==================== block 1
### Zoomed window, block 1

Bar = 5 µm. Region (37, 40) to (57, 60) µm. Cells in gray, sequential cells in the stronger gray; small squares are vias.
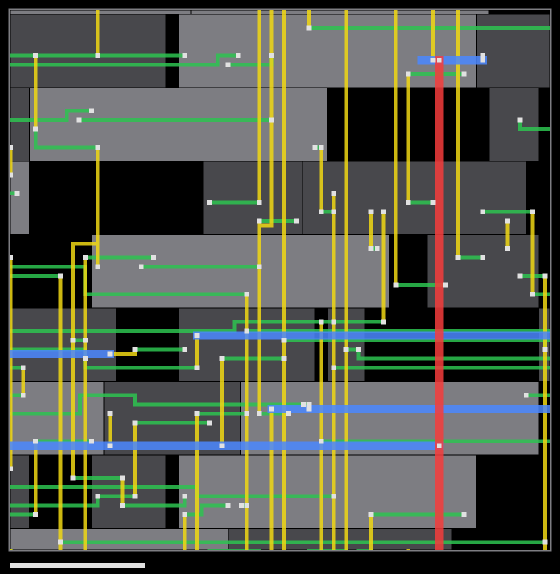
### Where the registers sit, block 1

Bar = 20 µm.
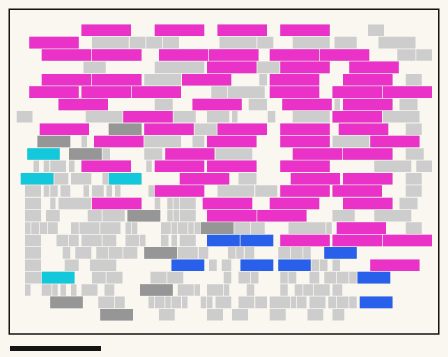
### Routing congestion, block 1

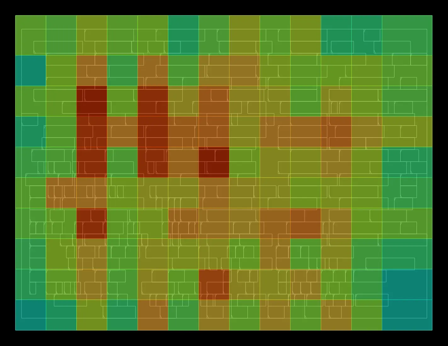
`config.mk`:
```
export PLATFORM = sky130hd
export DESIGN_NAME = rx_frame_fifo
export DESIGN_NICKNAME = d
export VERILOG_FILES = /design/src/rtl/rx_frame_fifo.sv
export SDC_FILE = /design/constraint.sdc
export NUM_CORES = 1
export LEC_CHECK = 0
export CORE_ASPECT_RATIO = 0.75
export CORE_UTILIZATION = 55
export DETAILED_ROUTE_END_ITERATION = 10
export GPL_TIMING_DRIVEN = 0
export PLACE_DENSITY_LB_ADDON = 0.2
export SLEW_MARGIN = 30
export SYNTH_ARGS = -nofsm -noshare
export SYNTH_HDL_FRONTEND = slang
export SYNTH_SLANG_ARGS = --single-unit
```
`constraint.sdc`:
```
create_clock -name CLK -period 6.29 [get_ports CLK]
set_input_delay 1.887 -clock CLK [delete_from_list [all_inputs] [get_ports CLK]]
set_output_delay 1.887 -clock CLK [all_outputs]
set_load 0.03 [all_outputs]
```
`src/rtl/rx_frame_fifo.sv`:
```
// Receive-side byte FIFO behind the UART RX frame controller: edge-detected capture,
// first-word fall-through valid/ready read port, fill level, sticky overflow and drop counter.
module rx_frame_fifo #(
    parameter int DATA_WIDTH = 8,
    parameter int DEPTH      = 8,
    parameter int AF_THRESH  = 6
) (
    input  logic                   CLK,
    input  logic                   RST,
    input  logic [DATA_WIDTH-1:0]  P_Data,
    input  logic                   Data_Valid,
    input  logic                   Clear,
    input  logic                   Rd_Ready,
    output logic [DATA_WIDTH-1:0]  Rd_Data,
    output logic                   Rd_Valid,
    output logic [$clog2(DEPTH):0] Level,
    output logic                   Almost_Full,
    output logic                   Overflow,
    output logic [7:0]             Drop_Count
);

    localparam int AW = $clog2(DEPTH);
    localparam int PW = AW + 1;
    localparam logic [PW-1:0] AF_LEVEL = PW'(AF_THRESH);

    logic                  dv_q;
    logic [PW-1:0]         wr_ptr;
    logic [PW-1:0]         rd_ptr;
    logic [DATA_WIDTH-1:0] mem [DEPTH];
    logic                  overflow_q;
    logic [7:0]            drop_q;

    logic wr_req;
    logic rd_fire;
    logic empty;
    logic full;
    logic wr_accept;
    logic wr_drop;

    // NOTE: every signal gets its value on every path through this block, so no latches.
    always_comb begin
        wr_req    = Data_Valid & ~dv_q;
        empty     = (wr_ptr == rd_ptr);
        full      = (wr_ptr[AW-1:0] == rd_ptr[AW-1:0]) && (wr_ptr[AW] != rd_ptr[AW]);
        rd_fire   = ~empty & Rd_Ready;
        wr_accept = wr_req & (~full | rd_fire);
        wr_drop   = wr_req & full & ~rd_fire;
    end

    // Tracks the strobe even during reset/clear so a strobe still high afterwards is not re-captured.
    always_ff @(posedge CLK) begin
        dv_q <= Data_Valid;
    end

    // NOTE: sequential state uses non-blocking assignments so all registers update together.
    always_ff @(posedge CLK) begin
        if (RST || Clear) begin
            wr_ptr     <= '0;
            rd_ptr     <= '0;
            overflow_q <= 1'b0;
            drop_q     <= '0;
        end else begin
            if (wr_accept) wr_ptr <= wr_ptr + PW'(1);
            if (rd_fire)   rd_ptr <= rd_ptr + PW'(1);
            if (wr_drop) begin
                overflow_q <= 1'b1;
                if (drop_q != 8'hFF) drop_q <= drop_q + 8'd1;
            end
        end
    end

    // NOTE: storage is not reset; Rd_Data is only meaningful while Rd_Valid is high.
    always_ff @(posedge CLK) begin
        if (!RST && !Clear && wr_accept) mem[wr_ptr[AW-1:0]] <= P_Data;
    end

    assign Rd_Data     = mem[rd_ptr[AW-1:0]];
    assign Rd_Valid    = ~empty;
    assign Level       = wr_ptr - rd_ptr;
    assign Almost_Full = (Level >= AF_LEVEL);
    assign Overflow    = overflow_q;
    assign Drop_Count  = drop_q;

endmodule
```
==> out/qor.yml <==
synthArstFlopShare_pct: 0
core_area_um2: 5980
final_cell_mix: "edfxtp_1, clkdlybuf4s50_1, dfxtp_1"
powerClk_uw: 372
p_leak_nw: 1.34
timing.final.max_slew_violations: 0
antenna_found_initial: 0
outcome: "complete, no violations"
ios: 36
largest_reg_flops: 64
path_cells: "buf_1 -> clkbuf_1 -> mux4_2 -> mux2_2 -> clkdlybuf4s50_1"
ys_area_um2: 3500
die_x_um: 94.1
taps: 78
critPathMaxFanout: 10
About 'Zoomed window' of block 1:
Key: red = metal 4; blue = metal 3; yellow = metal 2; green = metal 1
Most frequent: edfxtp_1 (5), clkbuf_8 (4). Sequential cells in the window: 5. 16 logic cells have their middle in the window. Netlist names of flops here include `mem` (5).

About 'Where the registers sit' of block 1:
Key: magenta = `mem` [placed flops 64]; blue = `Drop_Count` [placed flops 8]; cyan = `rd_ptr` [placed flops 4, where middle left]

About 'Routing congestion' of block 1:
met1 Use GR: 29.0%
gr usage total: 21.4%
global routing usage on met2: 33.2%
Layout Utilization: 69.5%


==================== block 2
### Zoomed window, block 2

Bar = 5 µm. Region (32, 48) to (52, 68) µm. Cells in gray, sequential cells in the stronger gray; small squares are vias.
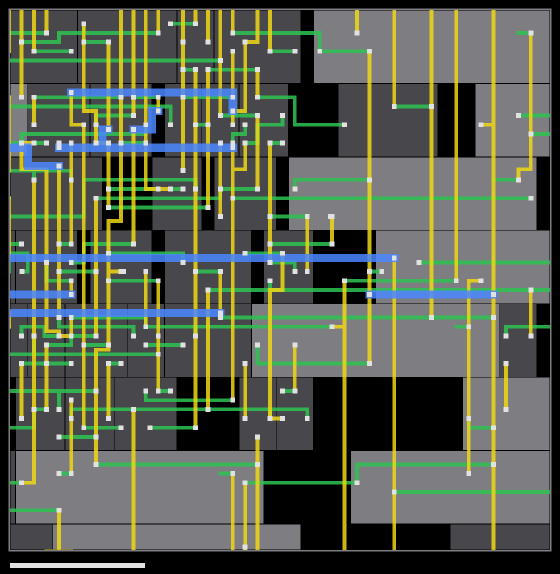
===== config.mk =====
export PLATFORM = sky130hd
export DESIGN_NAME = hazard_ctrl_p
export DESIGN_NICKNAME = d
export VERILOG_FILES = /design/src/rtl/hazard_ctrl_p.sv
export SDC_FILE = /design/constraint.sdc
export NUM_CORES = 1
export LEC_CHECK = 0
export CORE_MARGIN = 2
export CORE_UTILIZATION = 51
export DETAILED_ROUTE_END_ITERATION = 7
export PLACE_DENSITY = 0.87
export SYNTH_ARGS = -nofsm -noshare
export SYNTH_HDL_FRONTEND = slang
export SYNTH_SLANG_ARGS = --single-unit

===== constraint.sdc =====
create_clock -name clk -period 5.55 [get_ports clk]
set_input_delay 0.8325 -clock clk [delete_from_list [all_inputs] [get_ports clk]]
set_output_delay 0.8325 -clock clk [all_outputs]
set_load 0.05 [all_outputs]

===== src/rtl/hazard_ctrl_p.sv =====
// Pipeline hazard controller for the 5-stage core: operand forwarding, load-use bubbles,
// redirect-flush sequencing, memory-wait freeze, debug single-step and saturating event counters.
//
// state | meaning
// RUN   | normal issue; a taken redirect in an advancing cycle may start a flush
// FLUSH | ID is squashed for `rem` more advancing cycles
module hazard_ctrl_p #(
  parameter int ADDR_W      = 5,
  parameter int FLUSH_SLOTS = 0,
  parameter int CNT_W       = 16
) (
  input  logic              clk,
  input  logic              rst,
  input  logic              debug_en,
  input  logic              debug_step,
  input  logic [ADDR_W-1:0] id_rs_addr,
  input  logic [ADDR_W-1:0] id_rt_addr,
  input  logic              id_rs_used,
  input  logic              id_rt_used,
  input  logic              id_is_store,
  input  logic [ADDR_W-1:0] exe_regw_addr,
  input  logic [ADDR_W-1:0] mem_regw_addr,
  input  logic              exe_wb_wen,
  input  logic              mem_wb_wen,
  input  logic              exe_is_load,
  input  logic              mem_is_load,
  input  logic              redirect,
  input  logic              dmem_req,
  input  logic              dmem_ack,
  input  logic              cnt_clr,
  output logic [1:0]        fwd_a,
  output logic [1:0]        fwd_b,
  output logic              fwd_m,
  output logic              if_en,
  output logic              id_en,
  output logic              exe_en,
  output logic              mem_en,
  output logic              wb_en,
  output logic              if_rst,
  output logic              id_rst,
  output logic              exe_rst,
  output logic              mem_rst,
  output logic              wb_rst,
  output logic [CNT_W-1:0]  load_stall_cnt,
  output logic [CNT_W-1:0]  flush_cnt,
  output logic [CNT_W-1:0]  mwait_cnt
);

  typedef enum logic {RUN, FLUSH} state_t;

  localparam logic [3:0] SLOTS = 4'(FLUSH_SLOTS);

  state_t     state, state_nxt;
  logic [3:0] rem, rem_nxt;
  logic       step_q;

  logic       a_ok, a_exe, a_mem, haz_a;
  logic       b_ok, b_exe, b_mem, haz_b;
  logic [1:0] code_a, code_b;
  logic       store_fwd, load_stall_req;
  logic       mem_wait, step_edge, hold, advance;
  logic [4:0] en_vec, rst_vec;
  logic       stall_applied, flush_applied;

  always_comb begin
    a_ok   = id_rs_used && (id_rs_addr != '0);
    a_exe  = a_ok && exe_wb_wen && (id_rs_addr == exe_regw_addr);
    a_mem  = a_ok && mem_wb_wen && (id_rs_addr == mem_regw_addr);
    haz_a  = a_exe && exe_is_load;
    code_a = a_exe ? (exe_is_load ? 2'd0 : 2'd1)
           : a_mem ? (mem_is_load ? 2'd3 : 2'd2) : 2'd0;

    b_ok   = id_rt_used && (id_rt_addr != '0);
    b_exe  = b_ok && exe_wb_wen && (id_rt_addr == exe_regw_addr);
    b_mem  = b_ok && mem_wb_wen && (id_rt_addr == mem_regw_addr);
    haz_b  = b_exe && exe_is_load;
    code_b = b_exe ? (exe_is_load ? 2'd0 : 2'd1)
           : b_mem ? (mem_is_load ? 2'd3 : 2'd2) : 2'd0;

    // a store only needs rt in MEM, so it can pick the load data up there
    store_fwd      = haz_b && id_is_store;
    load_stall_req = haz_a || (haz_b && !id_is_store);
  end

  assign fwd_a = rst ? 2'd0 : code_a;
  assign fwd_b = rst ? 2'd0 : code_b;
  assign fwd_m = rst ? 1'b0 : store_fwd;

  assign mem_wait  = dmem_req && !dmem_ack;
  assign step_edge = debug_step && !step_q;
  assign hold      = debug_en && !step_edge;
  assign advance   = !mem_wait && !hold;

  // bit order {if, id, exe, mem, wb}; first matching cause wins
  always_comb begin
    en_vec        = 5'b11111;
    rst_vec       = 5'b00000;
    stall_applied = 1'b0;
    flush_applied = 1'b0;
    if (rst) begin
      rst_vec = 5'b11111;
    end else if (mem_wait || hold) begin
      en_vec = 5'b00000;
    end else if (state == FLUSH) begin
      rst_vec[3]    = 1'b1;
      flush_applied = 1'b1;
    end else if (load_stall_req) begin
      en_vec[4]     = 1'b0;
      en_vec[3]     = 1'b0;
      rst_vec[2]    = 1'b1;
      stall_applied = 1'b1;
    end
  end

  assign {if_en, id_en, exe_en, mem_en, wb_en}      = en_vec;
  assign {if_rst, id_rst, exe_rst, mem_rst, wb_rst} = rst_vec;

  always_comb begin
    state_nxt = state;
    rem_nxt   = rem;
    case (state)
      RUN: begin
        if (advance && !load_stall_req && redirect && (SLOTS != 4'd0)) begin
          state_nxt = FLUSH;
          rem_nxt   = SLOTS;
        end
      end
      FLUSH: begin
        if (advance) begin
          rem_nxt = rem - 4'd1;
          if (rem == 4'd1) state_nxt = RUN;
        end
      end
      default: state_nxt = RUN;
    endcase
  end

  always_ff @(posedge clk or posedge rst) begin
    if (rst) begin
      state  <= RUN;
      rem    <= 4'd0;
      step_q <= 1'b1;
    end else begin
      state  <= state_nxt;
      rem    <= rem_nxt;
      step_q <= debug_step;
    end
  end

  function automatic logic [CNT_W-1:0] sat_inc(input logic [CNT_W-1:0] v);
    return (&v) ? v : v + 1'b1;
  endfunction

  always_ff @(posedge clk or posedge rst) begin
    if (rst) begin
      load_stall_cnt <= '0;
      flush_cnt      <= '0;
      mwait_cnt      <= '0;
    end else if (cnt_clr) begin
      load_stall_cnt <= '0;
      flush_cnt      <= '0;
      mwait_cnt      <= '0;
    end else begin
      if (stall_applied) load_stall_cnt <= sat_inc(load_stall_cnt);
      if (flush_applied) flush_cnt      <= sat_inc(flush_cnt);
      if (mem_wait)      mwait_cnt      <= sat_inc(mwait_cnt);
    end
  end

endmodule


==> out/qor.yml <==
final_cell_mix: "clkdlybuf4s50_1, dfrtp_1, nor2_1"
final-clk-cell-share_pct: 2.02
synthTopCellsByCount: "dfrtp_1, nor2_1, xor2_1, nand2_1, nand4_1"
path_class: "in2out"
cts_made_buffers: 5
outcome: "complete, no violations"
syn_inst: 355
routed_wl_um: 7470
cp.depth: 8
drt-met1-wl_um: 3070
post_cts_buffers: 0
use_met1_pct: 27.1
r2r-end: "flush_cnt[14]"
logic_gate_count: 276
end_kind: "output port"
hold_buffers: 0
finalPower_uw: 821
powerClk_uw: 217
gp_congestion: 0.873
clock_sinks: 54
grt_max_degree: 53
synth.area.top_cells: "dfrtp_1, xor2_1, xnor2_1, nor2_1, nand4_1"
nNetsFinal: 484
antenna_found_initial: 0
dr.max_layer_used: "met4"
syn_nets: 395
synthArstFlopShare_pct: 100
About 'Zoomed window' of block 2:
Key: green = metal 1; yellow = metal 2; blue = metal 3
33 logic cells have their middle in the window. Most frequent: dfrtp_1 (6). Sequential cells in the window: 6. Netlist names of flops here include `flush_cnt` (4), `mwait_cnt` (2).


==================== block 3
==> config.mk <==
export PLATFORM = sky130hd
export DESIGN_NAME = fetch_arbiter
export DESIGN_NICKNAME = d
export VERILOG_FILES = /design/src/rtl/fetch_arbiter.sv
export SDC_FILE = /design/constraint.sdc
export NUM_CORES = 1
export LEC_CHECK = 0
export CORE_MARGIN = 1.5
export CORE_UTILIZATION = 35
export CTS_CLUSTER_SIZE = 24
export DETAILED_ROUTE_END_ITERATION = 8
export GPL_TIMING_DRIVEN = 0
export PLACE_DENSITY = 0.62
export SLEW_MARGIN = 0
export SYNTH_ARGS = -nofsm -noshare
export SYNTH_HDL_FRONTEND = slang
export SYNTH_SLANG_ARGS = --single-unit
export TNS_END_PERCENT = 5
==> constraint.sdc <==
create_clock -name clk -period 3.46 [get_ports clk]
set_input_delay 1.038 -clock clk [delete_from_list [all_inputs] [get_ports clk]]
set_output_delay 1.038 -clock clk [all_outputs]
set_load 0.005 [all_outputs]
==> src/rtl/fetch_arbiter.sv <==
// Round-robin arbiter sharing one byte-wide async-read memory between an instruction
// and a data requester; each grant reads four bytes and assembles a big-endian word.
module fetch_arbiter #(
  parameter int unsigned A_WIDTH = 20,
  parameter int unsigned D_WIDTH = 8
) (
  input  logic               clk,
  input  logic               rst_n,
  input  logic               i_req,
  input  logic [A_WIDTH-1:0] i_addr,
  output logic               i_valid,
  output logic [31:0]        i_rdata,
  input  logic               d_req,
  input  logic [A_WIDTH-1:0] d_addr,
  output logic               d_valid,
  output logic [31:0]        d_rdata,
  output logic [A_WIDTH-1:0] mem_addr,
  input  logic [D_WIDTH-1:0] mem_rdata,
  output logic               busy
);

  typedef enum logic [1:0] {StIdle, StRead, StDone} state_e;

  state_e             state_q;
  logic [1:0]         cnt_q;
  logic [A_WIDTH-1:0] base_q;
  logic               owner_data_q;
  logic               last_data_q;
  logic [31:0]        asm_q;
  logic [31:0]        asm_d;
  logic [31:0]        i_rdata_q;
  logic [31:0]        d_rdata_q;
  logic               i_valid_q;
  logic               d_valid_q;
  logic               grant_data;
  logic [7:0]         beat;

  assign beat = mem_rdata[7:0];

  // Data wins when it is the only requester, or on a conflict if instruction went last.
  assign grant_data = d_req & (~i_req | ~last_data_q);

  always_comb begin
    asm_d = asm_q;
    unique case (cnt_q)
      2'd0: asm_d[31:24] = beat;
      2'd1: asm_d[23:16] = beat;
      2'd2: asm_d[15:8]  = beat;
      2'd3: asm_d[7:0]   = beat;
    endcase
  end

  always_ff @(posedge clk or negedge rst_n) begin
    if (!rst_n) begin
      state_q      <= StIdle;
      cnt_q        <= 2'd0;
      base_q       <= '0;
      owner_data_q <= 1'b0;
      last_data_q  <= 1'b0;
      asm_q        <= 32'd0;
      i_rdata_q    <= 32'd0;
      d_rdata_q    <= 32'd0;
      i_valid_q    <= 1'b0;
      d_valid_q    <= 1'b0;
    end else begin
      i_valid_q <= 1'b0;
      d_valid_q <= 1'b0;
      unique case (state_q)
        StIdle: begin
          if (i_req || d_req) begin
            state_q      <= StRead;
            cnt_q        <= 2'd0;
            base_q       <= grant_data ? d_addr : i_addr;
            owner_data_q <= grant_data;
            last_data_q  <= grant_data;
          end
        end
        StRead: begin
          asm_q <= asm_d;
          cnt_q <= cnt_q + 2'd1;
          if (cnt_q == 2'd3) begin
            // Last byte comes straight from asm_d so the word is complete on DONE entry.
            state_q <= StDone;
            if (owner_data_q) begin
              d_rdata_q <= asm_d;
              d_valid_q <= 1'b1;
            end else begin
              i_rdata_q <= asm_d;
              i_valid_q <= 1'b1;
            end
          end
        end
        StDone: state_q <= StIdle;
        default: state_q <= StIdle;
      endcase
    end
  end

  assign mem_addr = (state_q == StRead) ? base_q + A_WIDTH'(cnt_q) : '0;
  assign busy     = (state_q != StIdle);
  assign i_valid  = i_valid_q;
  assign d_valid  = d_valid_q;
  assign i_rdata  = i_rdata_q;
  assign d_rdata  = d_rdata_q;

endmodule

### Where the registers sit, block 3

Bar = 20 µm.
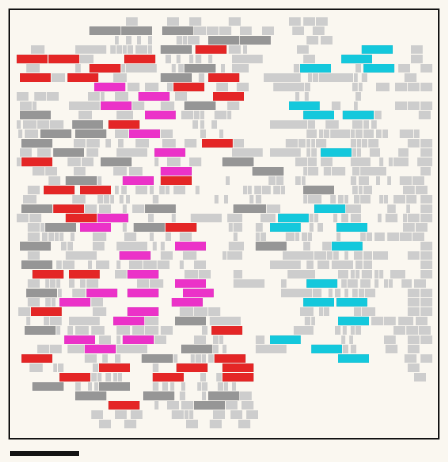
Key: magenta = `asm_q` [placed flops 24]; cyan = `base_q` [placed flops 20]; red = `d_rdata` [placed flops 32]
Another 39 sequential cells are not colored.

==> out/qor.yml <==
outcome: "complete, but fails checks"
violations: "negative setup slack"
final-clk-cell-share_pct: 7.79
fin_ws_ns: -0.0123
critPathMaxFanout: 8
utilization_pct: 51.6
top_logic_kind: "multiplexers"
end_kind: "output port"
yosysTopAreaCell: "dfrtp_1"
port_buffers: 130
seq_area_um2: 2880
place_worst_setup_slack_ns: -0.233
grtUsageMet2_pct: 30.6
power_leader: "combinational cells"
fin_hold_ws_ns: 0.478
ys_ff: 115
htree_levels: 4
cp.depth: 7
ys_area_um2: 5160
synth_cell_types: 38
finalSetupViolations: 1
final_layout_size_suffix_gt1_share_pct: 16.7
min-delay-start: "d_rdata[29]"
path_cells: "ha_4 -> a21oi_4 -> or4_4 -> buf_4 -> or3_1 -> a21oi_1 -> buf_2"
internal-power_mw: 5.02
dr.max_layer_used: "met4"
synthArstFlopShare_pct: 100
layout_top_cell: "clkdlybuf4s50_1"
dieArea_um2: 15500
rrSetupSlack_ns: 1.24

==================== block 4
--- src/rtl/mdu_divider_if.sv ---
// Handshake and operand/result bundle between the pipeline control and the divider.
// The master side issues requests and flushes; the slave side is the divider itself.
interface mdu_divider_if #(
  parameter int WIDTH = 32
) ();
  logic             start;
  logic             is_signed;
  logic [WIDTH-1:0] dividend;
  logic [WIDTH-1:0] divisor;
  logic             flush;
  logic             busy;
  logic             done;
  logic [WIDTH-1:0] quotient;
  logic [WIDTH-1:0] remainder;
  logic             div_by_zero;

  modport master (
    output start, is_signed, dividend, divisor, flush,
    input  busy, done, quotient, remainder, div_by_zero
  );

  modport slave (
    input  start, is_signed, dividend, divisor, flush,
    output busy, done, quotient, remainder, div_by_zero
  );
endinterface

--- src/rtl/mdu_divider.sv ---
// Iterative radix-2 restoring divider for DIV/DIVU: 32 CALC steps, one FIX step,
// then a one-cycle DONE pulse. Results are held in registers separate from the working state.
//
// state | meaning
// IDLE  | waiting for a request
// CALC  | one restoring step per clock, 32 steps
// FIX   | sign correction; results written on leaving this state
// DONE  | one cycle, done high; a new start is accepted here
module mdu_divider #(
  parameter int WIDTH = 32
) (
  input  logic          clk,
  input  logic          rst_n,
  mdu_divider_if.slave  bus
);

  typedef enum logic [1:0] {
    IDLE = 2'd0,
    CALC = 2'd1,
    FIX  = 2'd2,
    DONE = 2'd3
  } state_t;

  state_t state, state_next;

  logic [WIDTH:0]   rem_w;
  logic [WIDTH-1:0] quo_w;
  logic [WIDTH-1:0] dvsr;
  logic [5:0]       cnt;
  logic             sign_q;
  logic             sign_r;
  logic             dbz_w;

  logic             accept;
  logic             last_iter;
  logic [WIDTH+1:0] shifted;
  logic [WIDTH+1:0] diff;
  logic [WIDTH-1:0] mag_dividend;
  logic [WIDTH-1:0] mag_divisor;

  assign accept    = ((state == IDLE) || (state == DONE)) && bus.start && !bus.flush;
  assign last_iter = (cnt == 6'd31);

  // Busy and done decode straight from the state register, so they are
  // registered and mutually exclusive.
  assign bus.busy = (state == CALC) || (state == FIX);
  assign bus.done = (state == DONE);

  assign mag_dividend = (bus.is_signed && bus.dividend[WIDTH-1]) ? -bus.dividend : bus.dividend;
  assign mag_divisor  = (bus.is_signed && bus.divisor[WIDTH-1])  ? -bus.divisor  : bus.divisor;

  // Extra top bit keeps the trial difference sign unambiguous.
  assign shifted = {rem_w, quo_w[WIDTH-1]};
  assign diff    = shifted - {2'b00, dvsr};

  always_ff @(posedge clk or negedge rst_n) begin
    if (!rst_n) state <= IDLE;
    else        state <= state_next;
  end

  always_comb begin
    state_next = state;
    case (state)
      IDLE:    if (bus.start) state_next = CALC;
      CALC:    if (last_iter) state_next = FIX;
      FIX:     state_next = DONE;
      DONE:    state_next = bus.start ? CALC : IDLE;
      default: state_next = IDLE;
    endcase
    if (bus.flush) state_next = IDLE;
  end

  always_ff @(posedge clk or negedge rst_n) begin
    if (!rst_n) begin
      rem_w  <= '0;
      quo_w  <= '0;
      dvsr   <= '0;
      cnt    <= '0;
      sign_q <= 1'b0;
      sign_r <= 1'b0;
      dbz_w  <= 1'b0;
    end else if (accept) begin
      rem_w  <= '0;
      quo_w  <= mag_dividend;
      dvsr   <= mag_divisor;
      cnt    <= '0;
      sign_q <= bus.is_signed & (bus.dividend[WIDTH-1] ^ bus.divisor[WIDTH-1]);
      sign_r <= bus.is_signed & bus.dividend[WIDTH-1];
      dbz_w  <= (bus.divisor == '0);
    end else if (state == CALC) begin
      rem_w <= diff[WIDTH+1] ? shifted[WIDTH:0] : diff[WIDTH:0];
      quo_w <= {quo_w[WIDTH-2:0], ~diff[WIDTH+1]};
      cnt   <= cnt + 6'd1;
    end
  end

  // Divide-by-zero forces an all-ones quotient even when the sign fix would
  // otherwise negate it; the remainder path already reproduces the dividend.
  always_ff @(posedge clk or negedge rst_n) begin
    if (!rst_n) begin
      bus.quotient    <= '0;
      bus.remainder   <= '0;
      bus.div_by_zero <= 1'b0;
    end else if ((state == FIX) && !bus.flush) begin
      bus.quotient    <= dbz_w ? '1 : (sign_q ? -quo_w : quo_w);
      bus.remainder   <= sign_r ? -rem_w[WIDTH-1:0] : rem_w[WIDTH-1:0];
      bus.div_by_zero <= dbz_w;
    end
  end

endmodule

--- src/flat_wrapper.sv ---
// flat-port wrapper written by rule: the top's interface ports become plain ports
module mdu_divider_flat 
#(
  parameter int WIDTH = 32
)
  (clk, rst_n, bus_start, bus_is_signed, bus_dividend, bus_divisor, bus_flush, bus_busy, bus_done, bus_quotient, bus_remainder, bus_div_by_zero);
  mdu_divider_if #(.WIDTH(WIDTH)) bus_i ();
  input  logic clk;
  input  logic rst_n;
  input wire logic [$bits(bus_i.start)-1:0] bus_start;
  input wire logic [$bits(bus_i.is_signed)-1:0] bus_is_signed;
  input wire logic [$bits(bus_i.dividend)-1:0] bus_dividend;
  input wire logic [$bits(bus_i.divisor)-1:0] bus_divisor;
  input wire logic [$bits(bus_i.flush)-1:0] bus_flush;
  output wire logic [$bits(bus_i.busy)-1:0] bus_busy;
  output wire logic [$bits(bus_i.done)-1:0] bus_done;
  output wire logic [$bits(bus_i.quotient)-1:0] bus_quotient;
  output wire logic [$bits(bus_i.remainder)-1:0] bus_remainder;
  output wire logic [$bits(bus_i.div_by_zero)-1:0] bus_div_by_zero;
  assign bus_i.start = bus_start;
  assign bus_i.is_signed = bus_is_signed;
  assign bus_i.dividend = bus_dividend;
  assign bus_i.divisor = bus_divisor;
  assign bus_i.flush = bus_flush;
  assign bus_busy = bus_i.busy;
  assign bus_done = bus_i.done;
  assign bus_quotient = bus_i.quotient;
  assign bus_remainder = bus_i.remainder;
  assign bus_div_by_zero = bus_i.div_by_zero;
  mdu_divider #(.WIDTH(WIDTH)) u_core (.clk(clk), .rst_n(rst_n), .bus(bus_i));
endmodule
--- config.mk ---
export PLATFORM = sky130hd
export DESIGN_NAME = mdu_divider_flat
export DESIGN_NICKNAME = d
export VERILOG_FILES = /design/src/rtl/mdu_divider_if.sv /design/src/rtl/mdu_divider.sv /design/src/flat_wrapper.sv
export SDC_FILE = /design/constraint.sdc
export NUM_CORES = 1
export LEC_CHECK = 0
export ABC_AREA = 0
export CAP_MARGIN = 10
export CORE_ASPECT_RATIO = 0.8
export CORE_MARGIN = 10
export CORE_UTILIZATION = 52
export CTS_CLUSTER_DIAMETER = 80
export DETAILED_ROUTE_END_ITERATION = 8
export HOLD_SLACK_MARGIN = 0.1
export PLACE_DENSITY = 0.81
export SETUP_SLACK_MARGIN = 0.5
export SLEW_MARGIN = 10
export SYNTH_ARGS = -nofsm -noshare
export SYNTH_HDL_FRONTEND = slang
export SYNTH_SLANG_ARGS = --single-unit
--- constraint.sdc ---
create_clock -name clk -period 2.95 [get_ports clk]
set_input_delay 0.7375 -clock clk [delete_from_list [all_inputs] [get_ports clk]]
set_output_delay 0.7375 -clock clk [all_outputs]
set_load 0.05 [all_outputs]
==> out/qor.yml <==
fin_ws_ns: -0.113
largest_reg_flops: 33
port_buffers: 135
post_cts_buffers: 48
htree_levels: 4
violations: "negative setup slack"
logic_area_um2: 7650
cts_buffer_depth: 2
drt-met1-wl_um: 16000
clock_sinks: 173
finalSetupViolations: 6
fin_area_um2: 16200
cp.required_ns: 3.26
grt_pass1_wl_um: 57100
drcViolationCount: 0
use_met1_pct: 34.5
outcome: "complete, but fails checks"
nNonClkBuffers: 327
sh_comb_area_pct: 47.2
grt-ovfl-total: 0
min_period_ns: 3.06
ir_worst_vdd_v: 0.000866
crit_buf_inv: 15
worstSetupStartpoint: "u_core.quo_w[31]"
layout_top_cell: "dfrtp_1"
fp-utilization_pct: 53.1
area.growth.synth_to_final_pct: 41.2
### Metal layers overlaid, block 4

Bar = 50 µm.
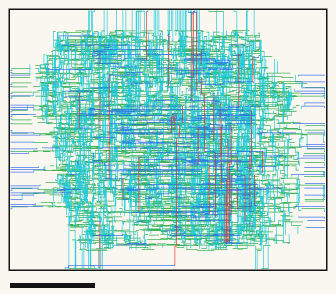
Key: red = metal 4 [wire length 1130 µm]; green = metal 1 [wire length 16000 µm]; cyan = metal 2 [wire length 16900 µm]; blue = metal 3 [wire length 3570 µm]

### Where the registers sit, block 4

Bar = 50 µm.
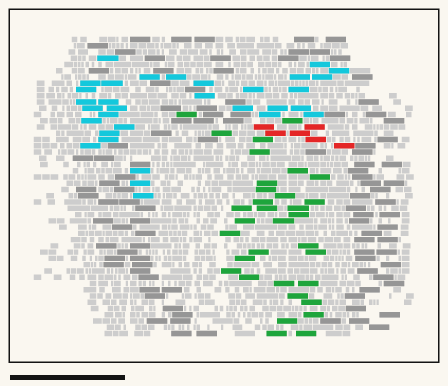
Key: cyan = `u_core.quo_w` [placed flops 32]; green = `u_core.rem_w` [placed flops 33]; red = `u_core.cnt` [placed flops 6]
Another 102 sequential cells are not colored.



## Gallery

Routing congestion.
panel A
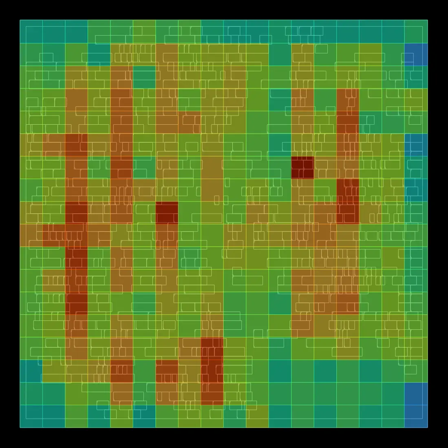
panel B
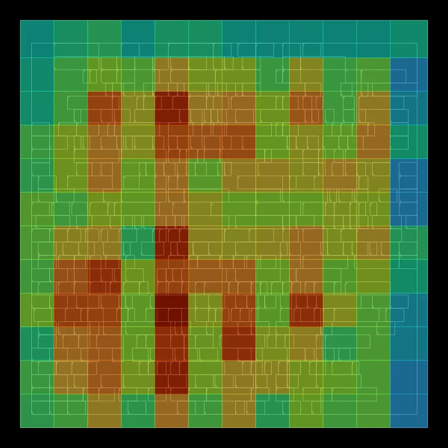
panel C
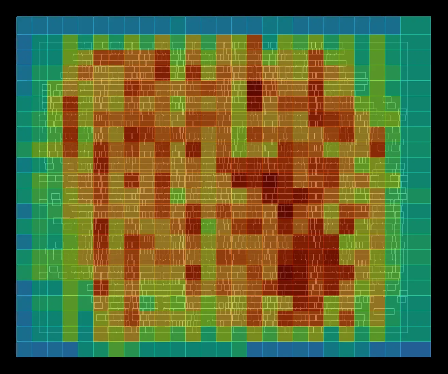
For block 3, see panel A.
For block 4, see panel C.
For block 2, see panel B.
- lowest utilization: panel A
- lowest track usage: panel A

